######## seq_divide ########
==> seq_divide/floorplan.png <==
(4 px per um) Pins as bars on the die edge.
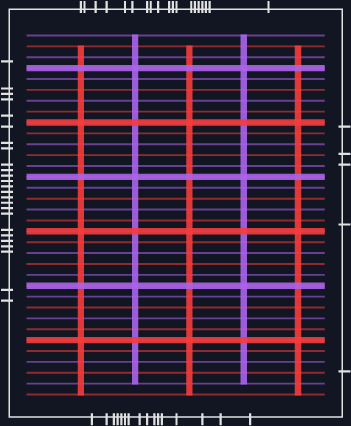
===== config.mk =====
export PLATFORM = sky130hd
export DESIGN_NAME = seq_divide
export DESIGN_NICKNAME = d
export VERILOG_FILES = /design/src/rtl/pdp8_arith_pkg.sv /design/src/rtl/seq_divide_div_step.sv /design/src/rtl/seq_divide.sv
export SDC_FILE = /design/constraint.sdc
export NUM_CORES = 1
export LEC_CHECK = 0
export ABC_AREA = 1
export CAP_MARGIN = 10
export CORE_ASPECT_RATIO = 1.25
export CORE_MARGIN = 4
export CORE_UTILIZATION = 45
export DETAILED_ROUTE_END_ITERATION = 10
export GPL_ROUTABILITY_DRIVEN = 0
export PLACE_DENSITY_LB_ADDON = 0.2
export SETUP_SLACK_MARGIN = 0.3
export SLEW_MARGIN = 20
export SYNTH_ARGS = -nofsm -noshare
export SYNTH_HDL_FRONTEND = slang
export SYNTH_SLANG_ARGS = --single-unit

===== constraint.sdc =====
create_clock -name clock -period 2.3 [get_ports clock]
set_input_delay 0.345 -clock clock [delete_from_list [all_inputs] [get_ports clock]]
set_output_delay 0.345 -clock clock [all_outputs]
set_load 0.02 [all_outputs]

===== src/rtl/pdp8_arith_pkg.sv =====
// Shared types and constants for the PDP-8 EAE arithmetic units.
// Used by the sequential divider and its step datapath.
package pdp8_arith_pkg;

    typedef enum logic [1:0] {
        IDLE,
        RUN,
        DONE,
        WAIT_LOW
    } div_state_t;

    localparam int WORD_W    = 12;
    localparam int DIV_STEPS = WORD_W;

endpackage


===== src/rtl/seq_divide_div_step.sv =====
// One restoring-division step: shift {R,Q} left, then subtract the
// divisor from R when it fits and record the quotient bit.
module div_step
    import pdp8_arith_pkg::*;
#(
    parameter int WIDTH = WORD_W
) (
    input  logic [WIDTH-1:0] r_in,
    input  logic [WIDTH-1:0] q_in,
    input  logic [WIDTH-1:0] divisor,
    output logic [WIDTH-1:0] r_out,
    output logic [WIDTH-1:0] q_out
);

    logic [WIDTH:0] r_sh;
    logic [WIDTH:0] dvsr_ext;
    logic           fits;

    // R < divisor before the shift, so the shifted value needs one extra bit
    assign r_sh     = {r_in, q_in[WIDTH-1]};
    assign dvsr_ext = {1'b0, divisor};
    assign fits     = (r_sh >= dvsr_ext);

    always_comb begin
        r_out = r_sh[WIDTH-1:0];
        q_out = {q_in[WIDTH-2:0], 1'b0};
        if (fits) begin
            r_out = WIDTH'(r_sh - dvsr_ext);
            q_out = {q_in[WIDTH-2:0], 1'b1};
        end
    end

endmodule


===== src/rtl/seq_divide.sv =====
// Sequential restoring divider for the EAE: {AC,MQ} / divisor, one
// quotient bit per clock, with divide-overflow detection at launch.
module seq_divide
    import pdp8_arith_pkg::*;
#(
    parameter int WIDTH = WORD_W
) (
    input  logic               clock,
    input  logic               reset,
    input  logic [2*WIDTH-1:0] dividend,
    input  logic [WIDTH-1:0]   divisor,
    input  logic               start,
    output logic [WIDTH-1:0]   quotient,
    output logic [WIDTH-1:0]   remainder,
    output logic               overflow,
    output logic               finished
);

    localparam int CNT_W = $clog2(WIDTH + 1);
    localparam logic [CNT_W-1:0] LAST_STEP = CNT_W'(WIDTH - 1);

    div_state_t       state_q, state_d;
    logic [CNT_W-1:0] cnt_q, cnt_d;
    logic [WIDTH-1:0] r_q, r_d;
    logic [WIDTH-1:0] q_q, q_d;
    logic [WIDTH-1:0] dvsr_q, dvsr_d;
    logic             ovf_q, ovf_d;

    logic [WIDTH-1:0] step_r;
    logic [WIDTH-1:0] step_q;
    logic [WIDTH-1:0] div_hi;
    logic [WIDTH-1:0] div_lo;

    assign div_hi = dividend[2*WIDTH-1:WIDTH];
    assign div_lo = dividend[WIDTH-1:0];

    div_step #(
        .WIDTH(WIDTH)
    ) u_step (
        .r_in   (r_q),
        .q_in   (q_q),
        .divisor(dvsr_q),
        .r_out  (step_r),
        .q_out  (step_q)
    );

    always_comb begin
        state_d = state_q;
        cnt_d   = cnt_q;
        r_d     = r_q;
        q_d     = q_q;
        dvsr_d  = dvsr_q;
        ovf_d   = ovf_q;
        unique case (state_q)
            IDLE: begin
                if (start) begin
                    dvsr_d = divisor;
                    r_d    = div_hi;
                    q_d    = div_lo;
                    cnt_d  = '0;
                    // A high half >= divisor cannot yield a WIDTH-bit quotient
                    if (div_hi >= divisor) begin
                        ovf_d   = 1'b1;
                        state_d = DONE;
                    end else begin
                        ovf_d   = 1'b0;
                        state_d = RUN;
                    end
                end
            end
            RUN: begin
                r_d   = step_r;
                q_d   = step_q;
                cnt_d = cnt_q + 1'b1;
                if (cnt_q == LAST_STEP) begin
                    state_d = DONE;
                end
            end
            DONE: begin
                state_d = start ? WAIT_LOW : IDLE;
            end
            WAIT_LOW: begin
                if (!start) begin
                    state_d = IDLE;
                end
            end
            default: begin
                state_d = IDLE;
            end
        endcase
    end

    always_ff @(posedge clock) begin
        if (reset) begin
            state_q <= IDLE;
            cnt_q   <= '0;
            r_q     <= '0;
            q_q     <= '0;
            dvsr_q  <= '0;
            ovf_q   <= 1'b0;
        end else begin
            state_q <= state_d;
            cnt_q   <= cnt_d;
            r_q     <= r_d;
            q_q     <= q_d;
            dvsr_q  <= dvsr_d;
            ovf_q   <= ovf_d;
        end
    end

    assign quotient  = q_q;
    assign remainder = r_q;
    assign overflow  = ovf_q;
    assign finished  = (state_q == DONE);

endmodule


==> results.ini <==
[outcome]
status=finished, final reports clean

[critical_path]
worstSetupStartpoint=state_q[1]$_SDFFE_PP0P_
crit_buf_inv=2

[hold_path]
worstHoldPathType=flop to flop

[clock_tree]
cts_buffer_depth=2
clk_latency_ns=0.30
cts_tree=yes
cts_inserted_buffers=5

[placement]
dp_hpwl_um=6600
port_buffers=64

[timing]
skew_ns=0.00504
hold_viol=0

[power]
power.internal_mw=1.95
switching_share_pct=41.0

[routing]
drt_wl_total_um=8490

[logic_synthesis]
ys_sh_simple_pct=31.0
synthesis.area_um2=3150
yosys-top-cells-count=nand2_1 (108), inv_1 (70), dfxtp_1 (43), o21ai_0 (42), a21oi_1 (26)
topCellsByArea=dfxtp_1 (27%), nand2_1 (13%), ha_1 (9.9%)

[global_route]
grt_use_met3_pct=2.85
busiest_layer=met2

About seq_divide/floorplan.png:
purple -> VDD
red -> VSS
met1 rails = 34
signal pins = 65
Max VDD drop: 483 uV
Core ar.: 6690 um2
Die W: 82.9 um

[state kept, by name, indices dropped and copies added (netlist names)]
name / flops
dvsr_q: 12
quotient: 12
state_q: 2
overflow: 1
cnt_q: 4
remainder: 12
[worst max path at each step]
stage | to | slack, ns | cells after the start
final | finished | 0.41 | 3
after detailed placement | state_q[1]$_SDFFE_PP0P_ | 0.20 | 9
after global placement | state_q[1]$_SDFFE_PP0P_ | 0.29 | 9
after CTS | remainder[11]$_SDFFE_PP0P_ | 0.34 | 12
after global routing | remainder[11]$_SDFFE_PP0P_ | 0.27 | 13
after floorplan | remainder[6]$_SDFFE_PP0P_ | 0.48 | 13
[final cells by class]
| cell class | count | area, um2 | area share, % |
|---|---|---|---|
| timing repair buffer | 76 | 734 | 18.0 |
| clock buffer | 6 | 72.6 | 1.78 |
| tap | 87 | 109 | 2.67 |
| multi-input combinational | 323 | 1950 | 47.9 |
| clock inverter | 2 | 60.1 | 1.48 |
| inverter | 76 | 285 | 7.01 |
| sequential | 43 | 861 | 21.1 |
[routing by layer]
| metal | share of wire, % | wire length, um |
|---|---|---|
| met5 | 0 | 0 |
| met4 | 2.5 | 210 |
| met3 | 4.3 | 365 |
| met2 | 49 | 4200 |
| met1 | 44 | 3720 |

######## seq_pattern_tx_flat ########
--- src/rtl/seq_pattern_tx_pkg.sv ---
// Shared types and constants for the serial pattern transmitter.
// SEQ_PREAMBLE_EN adds the PRE state to the FSM encoding.
package seq_pkg;

    localparam logic [3:0] PREAMBLE     = 4'b1010;
    localparam int         PREAMBLE_LEN = 4;

`ifdef SEQ_PREAMBLE_EN
    typedef enum logic [1:0] {
        IDLE = 2'd0,
        PRE  = 2'd1,
        DATA = 2'd2,
        GAP  = 2'd3
    } state_t;
`else
    typedef enum logic [1:0] {
        IDLE = 2'd0,
        DATA = 2'd1,
        GAP  = 2'd2
    } state_t;
`endif

endpackage

--- src/rtl/seq_pattern_tx_if.sv ---
// Word-in / bit-out bundle of the serial pattern transmitter.
// master drives payload words, slave is the transmitter.
interface seq_pattern_tx_if #(
    parameter int DATA_W = 8
);

    logic              in_valid;
    logic [DATA_W-1:0] in_data;
    logic              in_ready;
    logic              x;
    logic              x_valid;
    logic              done;

    modport master (
        output in_valid, in_data,
        input  in_ready, x, x_valid, done
    );

    modport slave (
        input  in_valid, in_data,
        output in_ready, x, x_valid, done
    );

endinterface

--- src/rtl/seq_piso_shifter.sv ---
// Parallel-in serial-out payload register with remaining-bit counter.
// count_done_o flags the cycle presenting the final payload bit.
module seq_piso_shifter #(
    parameter int DATA_W = 8
) (
    input  logic              clk,
    input  logic              rst_n,
    input  logic              load_i,
    input  logic              shift_i,
    input  logic [DATA_W-1:0] data_i,
    output logic              msb_o,
    output logic              count_done_o
);

    localparam int CW = $clog2(DATA_W + 1);

    logic [DATA_W-1:0] sh_q, sh_d;
    logic [CW-1:0]     cnt_q, cnt_d;

    // Load a fresh word or shift one bit out; counter saturates at zero
    always_comb begin
        sh_d  = sh_q;
        cnt_d = cnt_q;
        if (load_i) begin
            sh_d  = data_i;
            cnt_d = CW'(DATA_W);
        end else if (shift_i) begin
            sh_d = {sh_q[DATA_W-2:0], 1'b0};
            if (cnt_q != '0) begin
                cnt_d = cnt_q - 1'b1;
            end
        end
    end

    // Shift register and counter state
    always_ff @(posedge clk or negedge rst_n) begin
        if (!rst_n) begin
            sh_q  <= '0;
            cnt_q <= '0;
        end else begin
            sh_q  <= sh_d;
            cnt_q <= cnt_d;
        end
    end

    assign msb_o        = sh_q[DATA_W-1];
    assign count_done_o = (cnt_q == CW'(1));

endmodule

--- src/rtl/seq_pattern_tx.sv ---
// Serialises payload words MSB first, optionally behind a 1010 preamble,
// followed by a fixed idle gap. Preamble enabled by SEQ_PREAMBLE_EN.
module seq_pattern_tx
    import seq_pkg::*;
#(
    parameter int DATA_W     = 8,
    parameter int GAP_CYCLES = 1
) (
    input logic              clk,
    input logic              rst_n,
    seq_pattern_tx_if.slave  bus
);

    state_t     state_q, state_d;
    logic [3:0] gap_q, gap_d;
    logic       go_q;
    logic       accept;
    logic       shift;
    logic       msb;
    logic       last;
`ifdef SEQ_PREAMBLE_EN
    logic [1:0] pre_q, pre_d;
`endif

    assign accept = bus.in_valid && bus.in_ready;
    assign shift  = (state_q == DATA);

    seq_piso_shifter #(
        .DATA_W (DATA_W)
    ) u_shifter (
        .clk          (clk),
        .rst_n        (rst_n),
        .load_i       (accept),
        .shift_i      (shift),
        .data_i       (bus.in_data),
        .msb_o        (msb),
        .count_done_o (last)
    );

    // State, counters, and ready enable that rises one edge after reset
    always_ff @(posedge clk or negedge rst_n) begin
        if (!rst_n) begin
            state_q <= IDLE;
            gap_q   <= '0;
            go_q    <= 1'b0;
`ifdef SEQ_PREAMBLE_EN
            pre_q   <= '0;
`endif
        end else begin
            state_q <= state_d;
            gap_q   <= gap_d;
            go_q    <= 1'b1;
`ifdef SEQ_PREAMBLE_EN
            pre_q   <= pre_d;
`endif
        end
    end

    // Next state and per-state cycle counters
    always_comb begin
        state_d = state_q;
        gap_d   = '0;
`ifdef SEQ_PREAMBLE_EN
        pre_d   = '0;
`endif
        unique case (state_q)
            IDLE: begin
                if (accept) begin
`ifdef SEQ_PREAMBLE_EN
                    state_d = PRE;
`else
                    state_d = DATA;
`endif
                end
            end
`ifdef SEQ_PREAMBLE_EN
            PRE: begin
                pre_d = pre_q + 2'd1;
                if (pre_q == 2'(PREAMBLE_LEN - 1)) begin
                    state_d = DATA;
                end
            end
`endif
            DATA: begin
                if (last) begin
                    state_d = GAP;
                end
            end
            GAP: begin
                gap_d = gap_q + 4'd1;
                if (gap_q == 4'(GAP_CYCLES - 1)) begin
                    state_d = IDLE;
                end
            end
            default: state_d = IDLE;
        endcase
    end

    // Moore outputs per state; done marks the final payload bit
    always_comb begin
        bus.in_ready = 1'b0;
        bus.x        = 1'b0;
        bus.x_valid  = 1'b0;
        bus.done     = 1'b0;
        unique case (state_q)
            IDLE: bus.in_ready = go_q;
`ifdef SEQ_PREAMBLE_EN
            PRE: begin
                bus.x       = PREAMBLE[~pre_q];
                bus.x_valid = 1'b1;
            end
`endif
            DATA: begin
                bus.x       = msb;
                bus.x_valid = 1'b1;
                bus.done    = last;
            end
            default: ;
        endcase
    end

endmodule

--- src/flat_wrapper.sv ---
// flat-port wrapper written by rule: the top's interface ports become plain ports
module seq_pattern_tx_flat import seq_pkg::*;
#(
    parameter int DATA_W     = 8,
    parameter int GAP_CYCLES = 1
)
  (clk, rst_n, bus_in_valid, bus_in_data, bus_in_ready, bus_x, bus_x_valid, bus_done);
  seq_pattern_tx_if #(.DATA_W(DATA_W)) bus_i ();
  input logic clk;
  input logic rst_n;
  input wire logic [$bits(bus_i.in_valid)-1:0] bus_in_valid;
  input wire logic [$bits(bus_i.in_data)-1:0] bus_in_data;
  output wire logic [$bits(bus_i.in_ready)-1:0] bus_in_ready;
  output wire logic [$bits(bus_i.x)-1:0] bus_x;
  output wire logic [$bits(bus_i.x_valid)-1:0] bus_x_valid;
  output wire logic [$bits(bus_i.done)-1:0] bus_done;
  assign bus_i.in_valid = bus_in_valid;
  assign bus_i.in_data = bus_in_data;
  assign bus_in_ready = bus_i.in_ready;
  assign bus_x = bus_i.x;
  assign bus_x_valid = bus_i.x_valid;
  assign bus_done = bus_i.done;
  seq_pattern_tx #(.DATA_W(DATA_W), .GAP_CYCLES(GAP_CYCLES)) u_core (.clk(clk), .rst_n(rst_n), .bus(bus_i));
endmodule
--- config.mk ---
export PLATFORM = sky130hd
export DESIGN_NAME = seq_pattern_tx_flat
export DESIGN_NICKNAME = d
export VERILOG_FILES = /design/src/rtl/seq_pattern_tx_pkg.sv /design/src/rtl/seq_pattern_tx_if.sv /design/src/rtl/seq_piso_shifter.sv /design/src/rtl/seq_pattern_tx.sv /design/src/flat_wrapper.sv
export SDC_FILE = /design/constraint.sdc
export NUM_CORES = 1
export LEC_CHECK = 0
export CAP_MARGIN = 20
export CORE_MARGIN = 1.5
export CORE_UTILIZATION = 45
export DETAILED_ROUTE_END_ITERATION = 10
export PLACE_DENSITY = 0.69
export SYNTH_ARGS = -nofsm -noshare
export SYNTH_HDL_FRONTEND = slang
export SYNTH_SLANG_ARGS = --single-unit
export TNS_END_PERCENT = 100
--- constraint.sdc ---
create_clock -name clk -period 2.87 [get_ports clk]
set_input_delay 0.287 -clock clk [delete_from_list [all_inputs] [get_ports clk]]
set_output_delay 0.287 -clock clk [all_outputs]
set_load 0.005 [all_outputs]
==> seq_pattern_tx_flat/util_map.png <==
(8 px per um) The die is cut into 10 by 10 equal tiles; black is low, pale yellow is high, 0 to 100% covered.
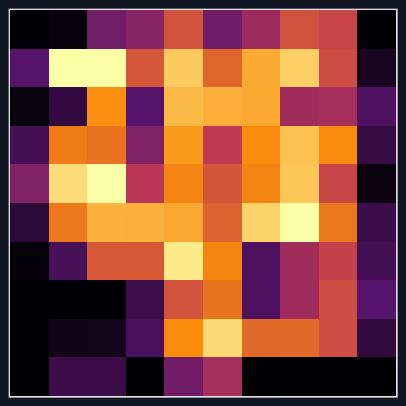
fullest tile = 100%
densest ninth of the die = center
nearly empty tiles = 14%
emptiest ninth of the die = south-west
tiles over 75% full = 21%

==> results.ini <==
[timing]
slew_violations=0
fin_crit_sh_pct=75.7
rsz0062_at_grt=false

[logic_synthesis]
synth-xor-area-share_pct=1.90
yosysWarnings=0
ys_chip_area_um2=922
synthesis.area_um2=922
topCellsByArea=dfrtp_1 (52%), a21o_1 (5.7%), a22o_1 (5.7%)
synth_cell_types=30
syn_inst=85
synthMuxAreaShare_pct=3.39

[routing]
wirelength_met1_um=771
ant_nets=0
dr_wl_met2_um=710
firstDrtPassIters=4

[global_route]
grt.overflow.total=0
grt_pass1_wl_um=2360
use_met2_pct=22.9

[critical_path]
r2r_start=u_core.state_q[1]$_DFFE_PN0P_
start_kind=flop
crit_buf_inv=2
cp_slowest_cell=clkdlybuf4s50_1
path_depth=4
crit_fanout=12

[clock_tree]
htreeDepth=1
cts.sinks=19
cts_hold_buf=0
cts_tree=yes
root_buffer=clkbuf_4

[outcome]
status=finished, final reports clean

[floorplanning]
die_h_um=48.3

[final_layout]
seqCellArea_um2=475
fin_area_um2=1090

[job]
drv_cap=0

==> power by group <==
group          internal, mW  total [mW]  leakage, nW  switching [mW]
Sequential            0.355       0.419        0.244          0.0648
Clock                0.0540       0.134       0.0150          0.0803
Combinational         0.203       0.393        0.269           0.191
Total                 0.611       0.947        0.528           0.336
==> cell usage after synthesis <==
cell type,n
buf_6,1
inv_1,6
buf_8,1
nand3_1,1
o41ai_1,1
inv_2,1
o21ai_0,3
or2b_1,1
nand2_1,5
nor4bb_1,1
mux2i_1,2
a31oi_1,1
o22ai_1,1
a22o_1,6
nand4b_1,1
conb_1,1
nor2_2,1
nor2_1,8
a21o_1,7
nor3b_1,2
and2_1,1
a21oi_1,2
buf_4,2
xnor2_1,1
xor2_1,1
mux2_2,1
nor3_1,1
nand2b_1,2
dfrtp_1,19
ha_1,4
==> layout make-up <==
class                      count  area share (%)
sequential                    19            43.4
timing repair buffer          15            13.5
clock buffer                   4            2.40
inverter                       7            2.40
tap                           27            3.09
multi-input combinational     55            35.2
==> flip-flops by register name (all words and copies together), names as in the netlist <==
signal	count
u_core.u_shifter.sh_q	8
u_core.go_q	1
u_core.gap_q	4
u_core.u_shifter.cnt_q	4
u_core.state_q	2

######## mem_port_arbiter ########
<file path="config.mk">
export PLATFORM = sky130hd
export DESIGN_NAME = mem_port_arbiter
export DESIGN_NICKNAME = d
export VERILOG_FILES = /design/src/rtl/mem_port_arbiter.sv
export SDC_FILE = /design/constraint.sdc
export NUM_CORES = 1
export LEC_CHECK = 0
export CORE_MARGIN = 4
export CORE_UTILIZATION = 43
export CTS_CLUSTER_DIAMETER = 60
export DETAILED_ROUTE_END_ITERATION = 12
export GPL_ROUTABILITY_DRIVEN = 0
export PLACE_DENSITY = 0.8
export RECOVER_POWER = 100
export SETUP_SLACK_MARGIN = 0.3
export SYNTH_ARGS = -nofsm -noshare
export SYNTH_HDL_FRONTEND = slang
export SYNTH_SLANG_ARGS = --single-unit
</file>
<file path="constraint.sdc">
create_clock -name clk -period 2.53 [get_ports clk]
set_input_delay 0.506 -clock clk [delete_from_list [all_inputs] [get_ports clk]]
set_output_delay 0.506 -clock clk [all_outputs]
set_load 0.01 [all_outputs]
</file>
<file path="src/rtl/mem_port_arbiter.sv">
// mem_port_arbiter: shares one single-port memory between IF and data requesters with a timeout watchdog
module mem_port_arbiter #(
    parameter int          TIMEOUT  = 15,
    parameter logic [31:0] ERR_DATA = 32'hDEADBEEF
) (
    input  logic        clk,
    input  logic        clrn,
    input  logic        if_req,
    input  logic [31:0] if_addr,
    output logic [31:0] if_rdata,
    output logic        if_ready,
    input  logic        d_req,
    input  logic        d_we,
    input  logic [31:0] d_addr,
    input  logic [31:0] d_wdata,
    output logic [31:0] d_rdata,
    output logic        d_ready,
    output logic        m_req,
    output logic        m_we,
    output logic [31:0] m_addr,
    output logic [31:0] m_wdata,
    input  logic [31:0] m_rdata,
    input  logic        m_ready,
    output logic        err
);
    localparam int             CW   = $clog2(TIMEOUT + 1);
    localparam logic [CW-1:0]  CMAX = CW'(TIMEOUT - 1);

    typedef enum logic [2:0] {IDLE, BUSY_IF, BUSY_D, RESP_IF, RESP_D} state_t;

    state_t        state;
    logic          last_d;
    logic [CW-1:0] cnt;
    logic          busy;
    logic          fin;
    logic          go_d;
    logic          go_if;
    logic [31:0]   rd_val;

    // grant decision: data wins ties unless it had the last grant; in RESP only the other side is eligible
    always_comb begin
        busy   = (state == BUSY_IF) || (state == BUSY_D);
        fin    = m_ready || (cnt == CMAX);
        rd_val = m_ready ? m_rdata : ERR_DATA;
        go_d   = ((state == IDLE) && d_req && !(if_req && last_d)) || ((state == RESP_IF) && d_req);
        go_if  = ((state == IDLE) && if_req && !go_d) || ((state == RESP_D) && if_req);
    end

    // transaction sequencer with registered memory and requester outputs
    always_ff @(posedge clk or negedge clrn) begin
        if (!clrn) begin
            state    <= IDLE;
            last_d   <= 1'b0;
            cnt      <= '0;
            m_req    <= 1'b0;
            m_we     <= 1'b0;
            m_addr   <= '0;
            m_wdata  <= '0;
            if_rdata <= '0;
            d_rdata  <= '0;
            if_ready <= 1'b0;
            d_ready  <= 1'b0;
            err      <= 1'b0;
        end else begin
            if_ready <= 1'b0;
            d_ready  <= 1'b0;
            if (busy) begin
                if (fin) begin
                    state    <= (state == BUSY_IF) ? RESP_IF : RESP_D;
                    if_ready <= (state == BUSY_IF);
                    d_ready  <= (state == BUSY_D);
                    m_req    <= 1'b0;
                    m_we     <= 1'b0;
                    cnt      <= '0;
                    if (!m_ready) err <= 1'b1;
                    if (state == BUSY_IF) if_rdata <= rd_val;
                    else if (!m_we) d_rdata <= rd_val;
                end else begin
                    cnt <= cnt + 1'b1;
                end
            end else if (go_d) begin
                state   <= BUSY_D;
                last_d  <= 1'b1;
                m_req   <= 1'b1;
                m_we    <= d_we;
                m_addr  <= d_addr;
                m_wdata <= d_wdata;
            end else if (go_if) begin
                state   <= BUSY_IF;
                last_d  <= 1'b0;
                m_req   <= 1'b1;
                m_we    <= 1'b0;
                m_addr  <= if_addr;
                m_wdata <= '0;
            end else if (state != IDLE) begin
                state <= IDLE;
            end
        end
    end
endmodule

</file>
==> mem_port_arbiter/util_map.png <==
(3 px per um) The die is cut into 13 by 13 equal tiles; black is low, pale yellow is high, 0 to 100% covered.
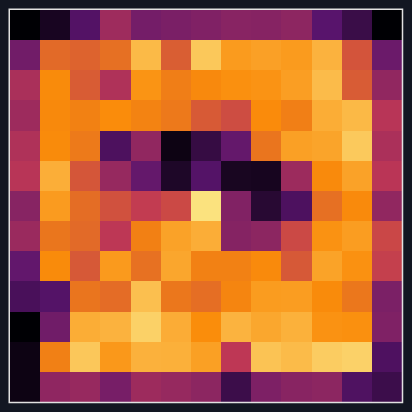
densest ninth of the die = south
tiles over 75% full = 30%
mean over tiles = 56%
nearly empty tiles = 1.8%
fullest tile = 94%
Finished Core Util: 66.9%
Core ar.: 14600 um2

==> results.ini <==
[outcome]
status=finished, final reports clean

[clock_tree]
cts_hold_buf=0
htreeDepth=4
clk_pin_slew_ns=0.06

[final_layout]
area_growth_pct=51.7
largest_cell_class=registers
bufAreaShareNonClock_pct=28.2
buffers=278
comb_area_um2=2380

[power]
power_density_nw_per_um2=1190
combPwrFrac_pct=43.5
power.internal_mw=7.85
power.group.top=combinational logic

[critical_path]
crit_fanout=32
endpoint_kind=flop
rr_endpoint=d_rdata[19]$_DFFE_PN0P_
cp_slowest_cell=clkbuf_4
cp.required_ns=2.85

[timing]
finalCriticalPeriod_ns=2.12
hold_viol=0
max_slew_margin_pct=0.539

[logic_synthesis]
topCombFamilyByArea=multiplexers
yosysWarnings=0
yosys_cells=506
floorplan.nets=642
ys_async_sr_fraction_pct=100
top_area_cell=dfrtp_1

[routing]
drcViolationCount=0
dr_wl_met2_um=9560
wl_met3_um=988
drt_wl_total_um=18300
maxUsedRoutingLayer=met4

[floorplanning]
rows=44

[global_route]
grt_pass1_wl_um=27900
grt_max_degree=62

[placement]
dp_hpwl_um=13100

==> mem_port_arbiter/clock_nets.png <==
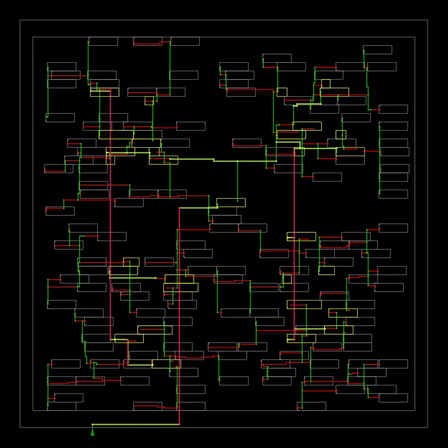
CTS buffer count: 17
clk_skew: 0.00927 ns
FFs & Latches: 141

## layout by cell type (no fill, tap or decap), drive strengths merged, types with 8 or more instances in the layout
cell,Yosys,routed
clkbuf,12,25
inv,70,73
a32o,8,8
clkdlybuf4s50,0,132
a2bb2oi,24,24
nor2b,24,24
mux2,66,66
nand2,42,42
dfrtp,141,141
dlygate4sd3,0,133
mux2i,65,65
## how the worst max path moves through the flow
| stage | startpoint | endpoint | slack (ns) |
|---|---|---|---|
| after detailed placement | if_req | m_addr[10]$_DFFE_PN0P_ | 0.15 |
| after global placement | if_req | m_addr[22]$_DFFE_PN0P_ | 0.17 |
| final | cnt[0]$_DFFE_PN0N_ | d_rdata[19]$_DFFE_PN0P_ | 0.41 |
| after CTS | m_we$_DFFE_PN0P_ | m_we | 0.53 |
| after floorplan | state[1]$_DFFE_PN0P_ | m_addr[0]$_DFFE_PN0P_ | 0.73 |
| after global routing | clrn | m_addr[13]$_DFFE_PN0P_ | 0.25 |
## worst max-delay path, delay by kind of cell (launching register included)
family,cells,cell delay [ns]
buffers and inverters,3,0.85
muxes,1,0.30
AOI/OAI and AO/OA,1,0.09
DFF,1,0.43
adders and majority gates,1,0.14
and+or+nand+nor,1,0.20

######## video_fetch_ctl ########
==> video_fetch_ctl/ff_map.png <==
(4 px per um) Other sequential cells in the stronger gray, the rest of the logic in the fainter gray.
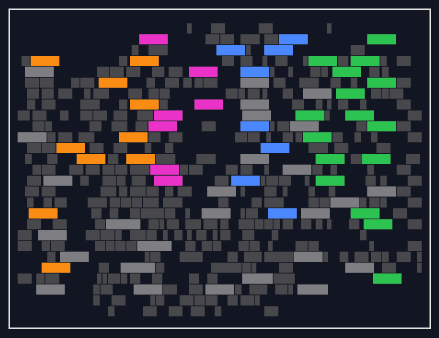
==> video_fetch_ctl/util_map.png <==
(4 px per um) The die is cut into 10 by 8 equal tiles; black is low, pale yellow is high, 0 to 100% covered.
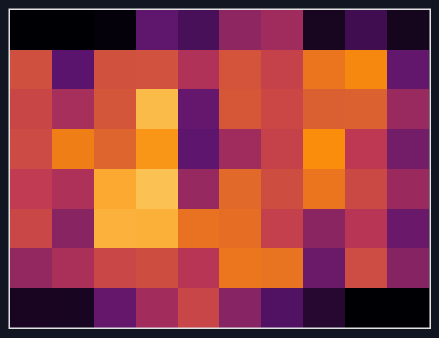
$ cat config.mk
export PLATFORM = sky130hd
export DESIGN_NAME = video_fetch_ctl
export DESIGN_NICKNAME = d
export VERILOG_FILES = /design/src/rtl/common_pkg.sv /design/src/rtl/video_group_timer.sv /design/src/rtl/video_fetch_ctl.sv
export SDC_FILE = /design/constraint.sdc
export NUM_CORES = 1
export LEC_CHECK = 0
export ABC_CLOCK_PERIOD_IN_PS = 2000
export CAP_MARGIN = 40
export CORE_ASPECT_RATIO = 0.75
export CORE_MARGIN = 1.5
export CORE_UTILIZATION = 36
export DETAILED_ROUTE_END_ITERATION = 7
export HOLD_SLACK_MARGIN = 0.1
export SYNTH_ARGS = -nofsm -noshare
export SYNTH_HDL_FRONTEND = slang
export SYNTH_HIERARCHICAL = 1
export SYNTH_SLANG_ARGS = --single-unit
export TNS_END_PERCENT = 100
$ cat constraint.sdc
create_clock -name sys_clock_i -period 2 [get_ports sys_clock_i]
set_input_delay 0.4 -clock sys_clock_i [delete_from_list [all_inputs] [get_ports sys_clock_i]]
set_output_delay 0.4 -clock sys_clock_i [all_outputs]
set_load 0.01 [all_outputs]
$ cat src/rtl/common_pkg.sv
// Shared constants, fetch-state type and address helpers for the video fetch path.
// VRAM_BASE/CROM_BASE are 17-bit bus bases; fetch_state_e names the fetch FSM states.
package common_pkg;

  localparam logic [16:0] VRAM_BASE = 17'h08000;
  localparam logic [16:0] CROM_BASE = 17'h10000;

  typedef enum logic [2:0] {
    ST_IDLE,
    ST_SCR0,
    ST_ROM0,
    ST_SCR1,
    ST_ROM1,
    ST_READY
  } fetch_state_e;

  function automatic logic [16:0] scr_addr(
    input logic [9:0] ma,
    input logic       k
  );
    return VRAM_BASE | {6'd0, ma, k};
  endfunction

  function automatic logic [16:0] rom_addr(
    input logic       gfx,
    input logic [6:0] ch,
    input logic [2:0] ra
  );
    return CROM_BASE | {6'd0, gfx, ch, ra};
  endfunction

endpackage

$ cat src/rtl/video_group_timer.sv
// 16-dot group counter; o_latch fires on the enable that wraps it 15->0.
// Ports: i_clk, i_rst_n (sync, active-low), i_pix_en in; o_latch out (combinational).
module video_group_timer (
  input  logic i_clk,
  input  logic i_rst_n,
  input  logic i_pix_en,
  output logic o_latch
);

  logic [3:0] r_cnt;

  always_ff @(posedge i_clk) begin
    if (!i_rst_n) begin
      r_cnt <= 4'd0;
    end else if (i_pix_en) begin
      r_cnt <= r_cnt + 4'd1;
    end
  end

  assign o_latch = i_pix_en && (r_cnt == 4'hF);

endmodule

$ cat src/rtl/video_fetch_ctl.sv
// Video fetch controller: reads two screen bytes and their charset rows per group.
// Ports: sys_clock_i/sys_reset_n_i, CRTC ma/ra/de/gfx + pixel enable in;
//   bus_req/addr out, bus_ack/data in; video_latch, pixels, reverse,
//   display_en, fetch_miss out. VIDEO_FETCH_MISS_COUNT_EN adds miss_count_o.
module video_fetch_ctl
  import common_pkg::*;
(
  input  logic        sys_clock_i,
  input  logic        sys_reset_n_i,
  input  logic        pixel_clk_en_i,
  input  logic [9:0]  ma_i,
  input  logic [3:0]  ra_i,
  input  logic        de_i,
  input  logic        gfx_i,
  output logic        bus_req_o,
  output logic [16:0] bus_addr_o,
  input  logic        bus_ack_i,
  input  logic [7:0]  bus_data_i,
  output logic        video_latch_o,
  output logic [15:0] pixels_o,
  output logic [1:0]  reverse_o,
  output logic        display_en_o,
  output logic        fetch_miss_o
`ifdef VIDEO_FETCH_MISS_COUNT_EN
  ,
  output logic [7:0]  miss_count_o
`endif
);

  fetch_state_e r_state;
  fetch_state_e w_next;

  logic        w_latch;
  logic        w_req;
  logic [16:0] w_addr;
  logic        w_take;
  logic        w_load;
  logic        w_miss;

  // group sampled at the last latch
  logic [9:0]  r_ma;
  logic [3:0]  r_ra;
  logic        r_de;
  logic        r_gfx;

  // staged fetch results
  logic [6:0]  r_char;
  logic [7:0]  r_pix0;
  logic [7:0]  r_pix1;
  logic [1:0]  r_rev;

  // displayed group
  logic [15:0] r_pixels;
  logic [1:0]  r_reverse;
  logic        r_disp;
  logic        r_miss;

  video_group_timer u_timer (
    .i_clk    (sys_clock_i),
    .i_rst_n  (sys_reset_n_i),
    .i_pix_en (pixel_clk_en_i),
    .o_latch  (w_latch)
  );

  always_ff @(posedge sys_clock_i) begin
    if (!sys_reset_n_i) begin
      r_state <= ST_IDLE;
    end else begin
      r_state <= w_next;
    end
  end

  always_comb begin
    w_next = r_state;
    w_req  = 1'b0;
    w_addr = 17'd0;
    w_load = 1'b0;
    w_miss = 1'b0;
    unique case (r_state)
      ST_IDLE: begin
        w_next = r_state;
      end
      ST_SCR0: begin
        w_req  = 1'b1;
        w_addr = scr_addr(r_ma, 1'b0);
        if (bus_ack_i) begin
          // row 8..15 is blank: no charset read needed
          w_next = r_ra[3] ? ST_SCR1 : ST_ROM0;
        end
      end
      ST_ROM0: begin
        w_req  = 1'b1;
        w_addr = rom_addr(r_gfx, r_char, r_ra[2:0]);
        if (bus_ack_i) begin
          w_next = ST_SCR1;
        end
      end
      ST_SCR1: begin
        w_req  = 1'b1;
        w_addr = scr_addr(r_ma, 1'b1);
        if (bus_ack_i) begin
          w_next = r_ra[3] ? ST_READY : ST_ROM1;
        end
      end
      ST_ROM1: begin
        w_req  = 1'b1;
        w_addr = rom_addr(r_gfx, r_char, r_ra[2:0]);
        if (bus_ack_i) begin
          w_next = ST_READY;
        end
      end
      ST_READY: begin
        w_next = r_state;
      end
      default: begin
        w_next = ST_IDLE;
      end
    endcase
    // a latch always wins: restart on the freshly sampled group
    if (w_latch) begin
      w_next = ST_SCR0;
      w_load = (r_state == ST_READY);
      w_miss = (r_state != ST_READY) && (r_state != ST_IDLE);
    end
  end

  assign w_take = w_req && bus_ack_i && !w_latch;

  always_ff @(posedge sys_clock_i) begin
    if (!sys_reset_n_i) begin
      r_ma      <= 10'd0;
      r_ra      <= 4'd0;
      r_de      <= 1'b0;
      r_gfx     <= 1'b0;
      r_char    <= 7'd0;
      r_pix0    <= 8'd0;
      r_pix1    <= 8'd0;
      r_rev     <= 2'd0;
      r_pixels  <= 16'd0;
      r_reverse <= 2'd0;
      r_disp    <= 1'b0;
      r_miss    <= 1'b0;
    end else begin
      r_miss <= w_miss;
      if (w_latch) begin
        r_ma  <= ma_i;
        r_ra  <= ra_i;
        r_de  <= de_i;
        r_gfx <= gfx_i;
        if (w_load) begin
          r_pixels  <= {r_pix0, r_pix1};
          r_reverse <= r_rev;
          r_disp    <= r_de;
        end else if (w_miss) begin
          r_pixels  <= 16'd0;
          r_reverse <= 2'd0;
          r_disp    <= 1'b0;
        end
      end else if (w_take) begin
        unique case (r_state)
          ST_SCR0: begin
            r_char   <= bus_data_i[6:0];
            r_rev[0] <= bus_data_i[7];
            if (r_ra[3]) begin
              r_pix0 <= 8'd0;
            end
          end
          ST_ROM0: begin
            r_pix0 <= bus_data_i;
          end
          ST_SCR1: begin
            r_char   <= bus_data_i[6:0];
            r_rev[1] <= bus_data_i[7];
            if (r_ra[3]) begin
              r_pix1 <= 8'd0;
            end
          end
          ST_ROM1: begin
            r_pix1 <= bus_data_i;
          end
          default: begin
            r_char <= r_char;
          end
        endcase
      end
    end
  end

`ifdef VIDEO_FETCH_MISS_COUNT_EN
  logic [7:0] r_miss_cnt;

  always_ff @(posedge sys_clock_i) begin
    if (!sys_reset_n_i) begin
      r_miss_cnt <= 8'd0;
    end else if (r_miss && (r_miss_cnt != 8'hFF)) begin
      r_miss_cnt <= r_miss_cnt + 8'd1;
    end
  end

  assign miss_count_o = r_miss_cnt;
`endif

  assign bus_req_o     = w_req;
  assign bus_addr_o    = w_addr;
  assign video_latch_o = w_latch;
  assign pixels_o      = r_pixels;
  assign reverse_o     = r_reverse;
  assign display_en_o  = r_disp;
  assign fetch_miss_o  = r_miss;

endmodule

==> results.ini <==
[outcome]
status=finished, final reports clean

[clock_tree]
cts_buffer_depth=2
root_buffer=clkbuf_8
htreeDepth=3
cts_hold_buf=0

[routing]
post_drt_wl_per_cell_um=14.8
drt-initial-drc-count=64
num_vias=2316

[logic_synthesis]
synthMuxAreaShare_pct=9.65
aoi_share_pct=16.3
ys.flops=68
ys_seq_share_pct=48.6

[final_layout]
buffers=96
final_util_pct=52.6
logic_gates=188

[floorplanning]
die_h_um=79.4
tapCellCount=101

[power]
powerSeq_mw=1.36
p_leak_nw=1.43

[critical_path]
rr_worst_depth=7

Notes on video_fetch_ctl/ff_map.png above:
green -> pixels_o  # flops 16
orange -> r_ma  # flops 10
blue -> r_pix1  # flops 8
magenta -> r_char  # flops 7
not colored = 27

Notes on video_fetch_ctl/util_map.png above:
nearly empty tiles = 6.2%
densest ninth of the die = west
fullest tile = 87%

[layout by cell type, fill, tap and decap left out, types with 2 or more instances in the layout]
| cell | count |
|---|---|
| a22o_1 | 10 |
| buf_2 | 6 |
| buf_4 | 29 |
| buf_6 | 8 |
| clkbuf_2 | 2 |
| clkbuf_8 | 9 |
| clkdlybuf4s50_1 | 46 |
| clkinv_2 | 2 |
| clkinvlp_4 | 2 |
| conb_1 | 4 |
| dfxtp_1 | 63 |
| dfxtp_2 | 2 |
| dfxtp_4 | 3 |
| dlygate4sd2_1 | 3 |
| inv_1 | 2 |
| inv_6 | 2 |
| mux2i_1 | 27 |
| nand2_1 | 23 |
| nand2b_1 | 5 |
| nand2b_4 | 2 |
| nand3_1 | 22 |
| nand3b_1 | 2 |
| nor2_1 | 7 |
| nor2b_1 | 25 |
| o21a_1 | 2 |
| o21ai_0 | 2 |
| o2bb2ai_1 | 15 |
| o31ai_1 | 19 |
| xnor2_1 | 2 |
[worst max-delay path, cell delays in order, from the launching register on]
cell and delay (ns):
dfxtp_4 0.37, nand2b_4 0.16, a21oi_4 0.19, buf_6 0.14, buf_6 0.09, a22o_1 0.14, buf_6 0.11

######## adc_sample_capture ########
==> adc_sample_capture/ff_map.png <==
(3 px per um) Other sequential cells in the stronger gray, the rest of the logic in the fainter gray.
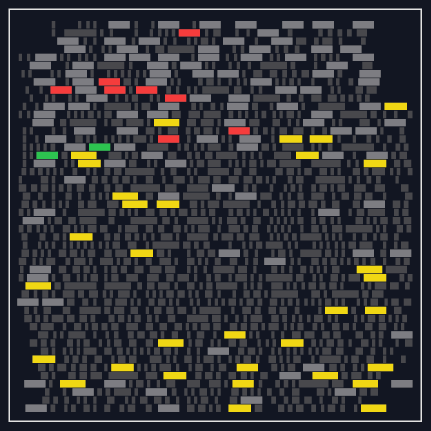
==> adc_sample_capture/floorplan.png <==
(3 px per um) Pins as bars on the die edge.
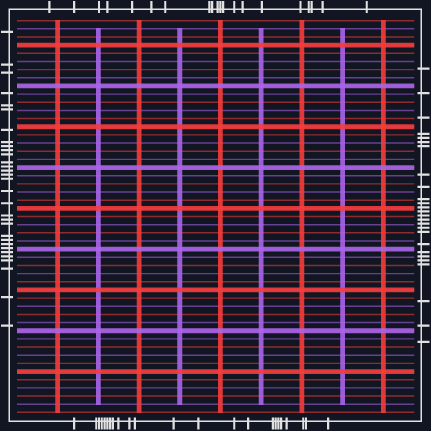
==> config.mk <==
export PLATFORM = sky130hd
export DESIGN_NAME = adc_sample_capture
export DESIGN_NICKNAME = d
export VERILOG_FILES = /design/src/rtl/adc_sample_capture.sv
export SDC_FILE = /design/constraint.sdc
export NUM_CORES = 1
export LEC_CHECK = 0
export ABC_AREA = 1
export CELL_PAD_IN_SITES_DETAIL_PLACEMENT = 1
export CELL_PAD_IN_SITES_GLOBAL_PLACEMENT = 1
export CORE_MARGIN = 2
export CORE_UTILIZATION = 41
export DETAILED_ROUTE_END_ITERATION = 8
export DONT_BUFFER_PORTS = 1
export PLACE_DENSITY = 0.73
export SLEW_MARGIN = 0
export SYNTH_ARGS = -nofsm -noshare
export SYNTH_HDL_FRONTEND = slang
export SYNTH_SLANG_ARGS = --single-unit
==> constraint.sdc <==
create_clock -name clk -period 1.95 [get_ports clk]
set_input_delay 0.39 -clock clk [delete_from_list [all_inputs] [get_ports clk]]
set_output_delay 0.39 -clock clk [all_outputs]
set_load 0.03 [all_outputs]
==> src/rtl/adc_sample_capture.sv <==
// ADC capture front-end: sync differential strobe/data, capture on strobe fall,
// stream num_samp samples. Option: ADC_OFFSET_BINARY_EN (MSB flip on output).
module adc_sample_capture #(
  parameter int SW          = 8,
  parameter int CW          = 32,
  parameter int SYNC_STAGES = 2
) (
  input  logic          clk,
  input  logic          rst,
  input  logic          enable_p,
  input  logic          enable_n,
  input  logic [SW-1:0] sample_p,
  input  logic [SW-1:0] sample_n,
  input  logic          start,
  input  logic          abort,
  input  logic [CW-1:0] num_samp,
  output logic [SW-1:0] s_data,
  output logic          s_valid,
  input  logic          s_ready,
  output logic          busy,
  output logic          done,
  output logic          overrun,
  output logic          diff_err,
  output logic [CW-1:0] samp_cnt
);

  typedef enum logic [1:0] {IDLE, ARM, RUN, DONE} state_t;

  state_t state_q, state_d;

  logic [SYNC_STAGES-1:0] enp_sync_q, enp_sync_d;
  logic [SYNC_STAGES-1:0] enn_sync_q, enn_sync_d;
  logic [SYNC_STAGES-1:0][SW-1:0] smpp_sync_q, smpp_sync_d;
  logic [SYNC_STAGES-1:0][SW-1:0] smpn_sync_q, smpn_sync_d;

  logic          en_prev_q, en_prev_d;
  logic          cap_q, cap_d;
  logic [SW-1:0] cap_p_q, cap_p_d;
  logic [SW-1:0] cap_n_q, cap_n_d;
  logic          cap_en_n_q, cap_en_n_d;
  logic          chk_q, chk_d;
  logic [SW-1:0] chk_data_q, chk_data_d;
  logic [SW-1:0] out_data_q, out_data_d;
  logic          out_vld_q, out_vld_d;
  logic [SW-1:0] skid_data_q, skid_data_d;
  logic          skid_vld_q, skid_vld_d;
  logic [CW-1:0] target_q, target_d;
  logic [CW-1:0] cnt_q, cnt_d;
  logic          overrun_q, overrun_d;
  logic          diff_err_q, diff_err_d;

  logic          en_s, enn_s, fall, go, accept, push, mismatch;
  logic [SW-1:0] smp_s, smpn_s, conv_data;

  assign en_s   = enp_sync_q[SYNC_STAGES-1];
  assign enn_s  = enn_sync_q[SYNC_STAGES-1];
  assign smp_s  = smpp_sync_q[SYNC_STAGES-1];
  assign smpn_s = smpn_sync_q[SYNC_STAGES-1];
  assign fall   = en_prev_q & ~en_s;

`ifdef ADC_OFFSET_BINARY_EN
  assign conv_data = {~cap_p_q[SW-1], cap_p_q[SW-2:0]};
`else
  assign conv_data = cap_p_q;
`endif

  // At the fall enable_p is low, so a healthy pair has enable_n high
  assign mismatch = ~cap_en_n_q | (|(~(cap_p_q ^ cap_n_q)));

  always_comb begin
    state_d     = state_q;
    enp_sync_d  = {enp_sync_q[SYNC_STAGES-2:0], enable_p};
    enn_sync_d  = {enn_sync_q[SYNC_STAGES-2:0], enable_n};
    smpp_sync_d = {smpp_sync_q[SYNC_STAGES-2:0], sample_p};
    smpn_sync_d = {smpn_sync_q[SYNC_STAGES-2:0], sample_n};
    en_prev_d   = en_s;
    cap_d       = fall & (state_q == RUN);
    cap_p_d     = smp_s;
    cap_n_d     = smpn_s;
    cap_en_n_d  = enn_s;
    chk_d       = cap_q;
    chk_data_d  = conv_data;
    out_data_d  = out_data_q;
    out_vld_d   = out_vld_q;
    skid_data_d = skid_data_q;
    skid_vld_d  = skid_vld_q;
    target_d    = target_q;
    cnt_d       = cnt_q;
    overrun_d   = overrun_q;
    diff_err_d  = diff_err_q | (cap_q & mismatch);

    go     = start & ~abort & ((state_q == IDLE) | (state_q == DONE));
    accept = out_vld_q & s_ready & (state_q == RUN);
    push   = chk_q & (state_q == RUN);

    if (accept) begin
      out_vld_d  = skid_vld_q;
      skid_vld_d = 1'b0;
      if (skid_vld_q) out_data_d = skid_data_q;
    end

    if (push) begin
      if (!out_vld_q || (accept && !skid_vld_q)) begin
        out_vld_d  = 1'b1;
        out_data_d = chk_data_q;
      end else if (!skid_vld_q || accept) begin
        skid_vld_d  = 1'b1;
        skid_data_d = chk_data_q;
      end else begin
        overrun_d = 1'b1;
      end
    end

    unique case (state_q)
      IDLE, DONE: begin
        if (go) begin
          target_d   = num_samp;
          cnt_d      = '0;
          overrun_d  = 1'b0;
          diff_err_d = 1'b0;
          out_vld_d  = 1'b0;
          skid_vld_d = 1'b0;
          cap_d      = 1'b0;
          chk_d      = 1'b0;
          state_d    = (num_samp == '0) ? DONE : ARM;
        end
      end
      ARM: begin
        if (!en_s) state_d = RUN;
      end
      RUN: begin
        if (accept && cnt_q != target_q) begin
          cnt_d = cnt_q + CW'(1);
          // Final transfer: drop anything still buffered
          if (cnt_q + CW'(1) == target_q) begin
            state_d    = DONE;
            out_vld_d  = 1'b0;
            skid_vld_d = 1'b0;
          end
        end
      end
    endcase

    if (abort) begin
      state_d    = IDLE;
      out_vld_d  = 1'b0;
      skid_vld_d = 1'b0;
      cap_d      = 1'b0;
      chk_d      = 1'b0;
    end
  end

  always_ff @(posedge clk) begin
    if (rst) begin
      state_q     <= IDLE;
      enp_sync_q  <= '0;
      enn_sync_q  <= '0;
      smpp_sync_q <= '0;
      smpn_sync_q <= '0;
      en_prev_q   <= 1'b0;
      cap_q       <= 1'b0;
      cap_p_q     <= '0;
      cap_n_q     <= '0;
      cap_en_n_q  <= 1'b0;
      chk_q       <= 1'b0;
      chk_data_q  <= '0;
      out_data_q  <= '0;
      out_vld_q   <= 1'b0;
      skid_data_q <= '0;
      skid_vld_q  <= 1'b0;
      target_q    <= '0;
      cnt_q       <= '0;
      overrun_q   <= 1'b0;
      diff_err_q  <= 1'b0;
    end else begin
      state_q     <= state_d;
      enp_sync_q  <= enp_sync_d;
      enn_sync_q  <= enn_sync_d;
      smpp_sync_q <= smpp_sync_d;
      smpn_sync_q <= smpn_sync_d;
      en_prev_q   <= en_prev_d;
      cap_q       <= cap_d;
      cap_p_q     <= cap_p_d;
      cap_n_q     <= cap_n_d;
      cap_en_n_q  <= cap_en_n_d;
      chk_q       <= chk_d;
      chk_data_q  <= chk_data_d;
      out_data_q  <= out_data_d;
      out_vld_q   <= out_vld_d;
      skid_data_q <= skid_data_d;
      skid_vld_q  <= skid_vld_d;
      target_q    <= target_d;
      cnt_q       <= cnt_d;
      overrun_q   <= overrun_d;
      diff_err_q  <= diff_err_d;
    end
  end

  assign s_data   = out_data_q;
  assign s_valid  = out_vld_q;
  assign busy     = (state_q == ARM) | (state_q == RUN);
  assign done     = (state_q == DONE);
  assign overrun  = overrun_q;
  assign diff_err = diff_err_q;
  assign samp_cnt = cnt_q;

endmodule

==> results.ini <==
[logic_synthesis]
topCellsByArea=dfxtp_1 (42%), nand2_1 (13%), inv_1 (9.1%)
ys_sh_adder_pct=0.865
topCombFamilyByArea=simple AND/OR/NAND/NOR gates
ys_seq_share_pct=41.5
ys.flops=150
synthMuxAreaShare_pct=1.11
syn_avg_cell_area_um2=6.74
ys_sh_simple_pct=33.0
yosys_cells=1074
edf_count=0

[power]
p_leak_nw=4.82
switching_power_mw=2.64
sequentialPowerShare_pct=38.1
finalPower_mw=8.62
combPwrFrac_pct=19.8

[timing]
final-setup-viol-count=36
worst_hold_slack_ns=0.0143
fin_ws_ns=-0.542

[global_route]
grt_max_degree=74

[floorplanning]
dieArea_um2=18700
rows=48

[clock_tree]
clk_latency_ns=0.44
clk_pin_slew_ns=0.07
root_buffer=clkbuf_16

[routing]
post_drt_wl_per_cell_um=21.0

[outcome]
status=finished with violations
violations=setup timing

[final_layout]
fillers=2193
nets=1341
area_growth_pct=45.8
fin_area_um2=10500

[critical_path]
crit_path_frequent_cell=nand2_1
max_stage_delay_ns=0.34
start_kind=flop
crit_type=flop to flop
r2r_start=samp_cnt[5]$_SDFFE_PP0P_
cp_slowest_cell=dfxtp_2
crit_fanout=5

[placement]
dpl_cell_area_um2=8900
dp_hpwl_um=17700

[job]
drv_cap=0

[hold_path]
worstHoldPathType=primary input to flop

About adc_sample_capture/ff_map.png:
green -> enn_sync_q  # flops 2
red -> cap_p_q  # flops 8
yellow -> samp_cnt  # flops 32
Finished Core Util: 61.0%
Sequential Power: 3.28 mW
sequential share of cell area: 29.1%
FF/Latch Area: 3070 um2

About adc_sample_capture/floorplan.png:
purple -> VDD
red -> VSS
rows = 48
signal pins = 100
met4 straps = 9
met1 rails = 49
met5 straps = 9
Max VDD drop: 639 uV
Die Span Y: 137 um
Die W: 137 um
Core ar.: 17300 um2

-- timing repair --
action | in CTS | in global routing
gates cloned | 7 | 0
endpoints found under the hold margin | 0 | 0
setup buffers | 14 | 13
resized | 114 | 81
pin swaps | 41 | 49
setup endpoints to repair | 36 | 66
-- final cells by class --
cell class	count	area (um2)	area share [%]
Timing Repair Buffer	217	1950	18.5
Multi-Input combinational cell	714	3920	37.1
Clock buffer	17	425	4.03
Sequential cell	150	3070	29.1
Clock inverter	15	205	1.95
Inverter	180	694	6.58
Tap cell	225	282	2.67
Timing Repair inverter	1	6.26	0.0593
-- final timing paths --
path | cells past startpoint | to | slack [ns]
hold / removal | 1 | samp_cnt[1]$_SDFFE_PP0P_ | 0.01
setup / recovery | 19 | state_q[0]$_SDFFE_PP0P_ | -0.54
hold reg to reg | 2 | cap_p_d[4]$_SDFF_PP0_ | 0.40
setup reg to reg | 19 | state_q[0]$_SDFFE_PP0P_ | -0.54
-- metal layers --
layer  routed length, um  track usage (%)
met1               12800             36.4
met2               15800             55.1
met3                1890             7.26
met4                1380             14.3
met5                   0                0


==> gallery <==
Power grid.
(a)
(4 px per um) Pins as bars on the die edge.
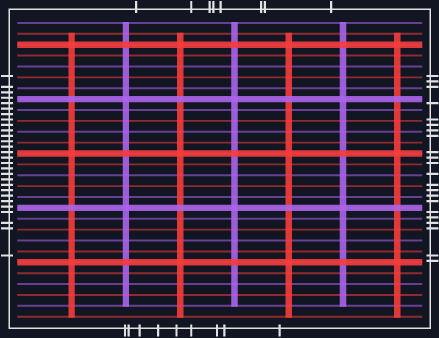
(b)
(3 px per um) Pins as bars on the die edge.
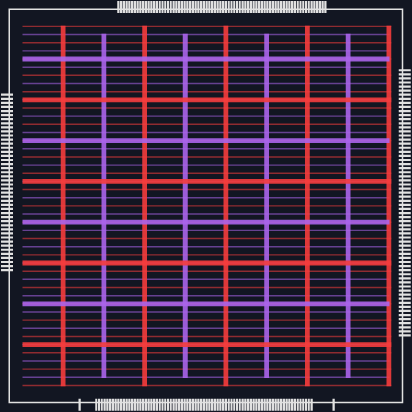
(c)
(8 px per um) Pins as bars on the die edge.
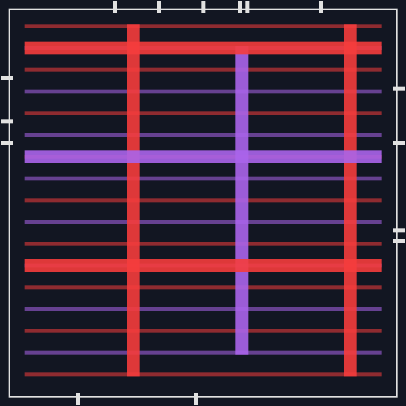
mem_port_arbiter -> (b)
seq_pattern_tx_flat -> (c)
video_fetch_ctl -> (a)
The one with the most pins is (b).
The one with the fewest pins is (c).

No activity file was given, so power comes from the tool's default toggle rates.
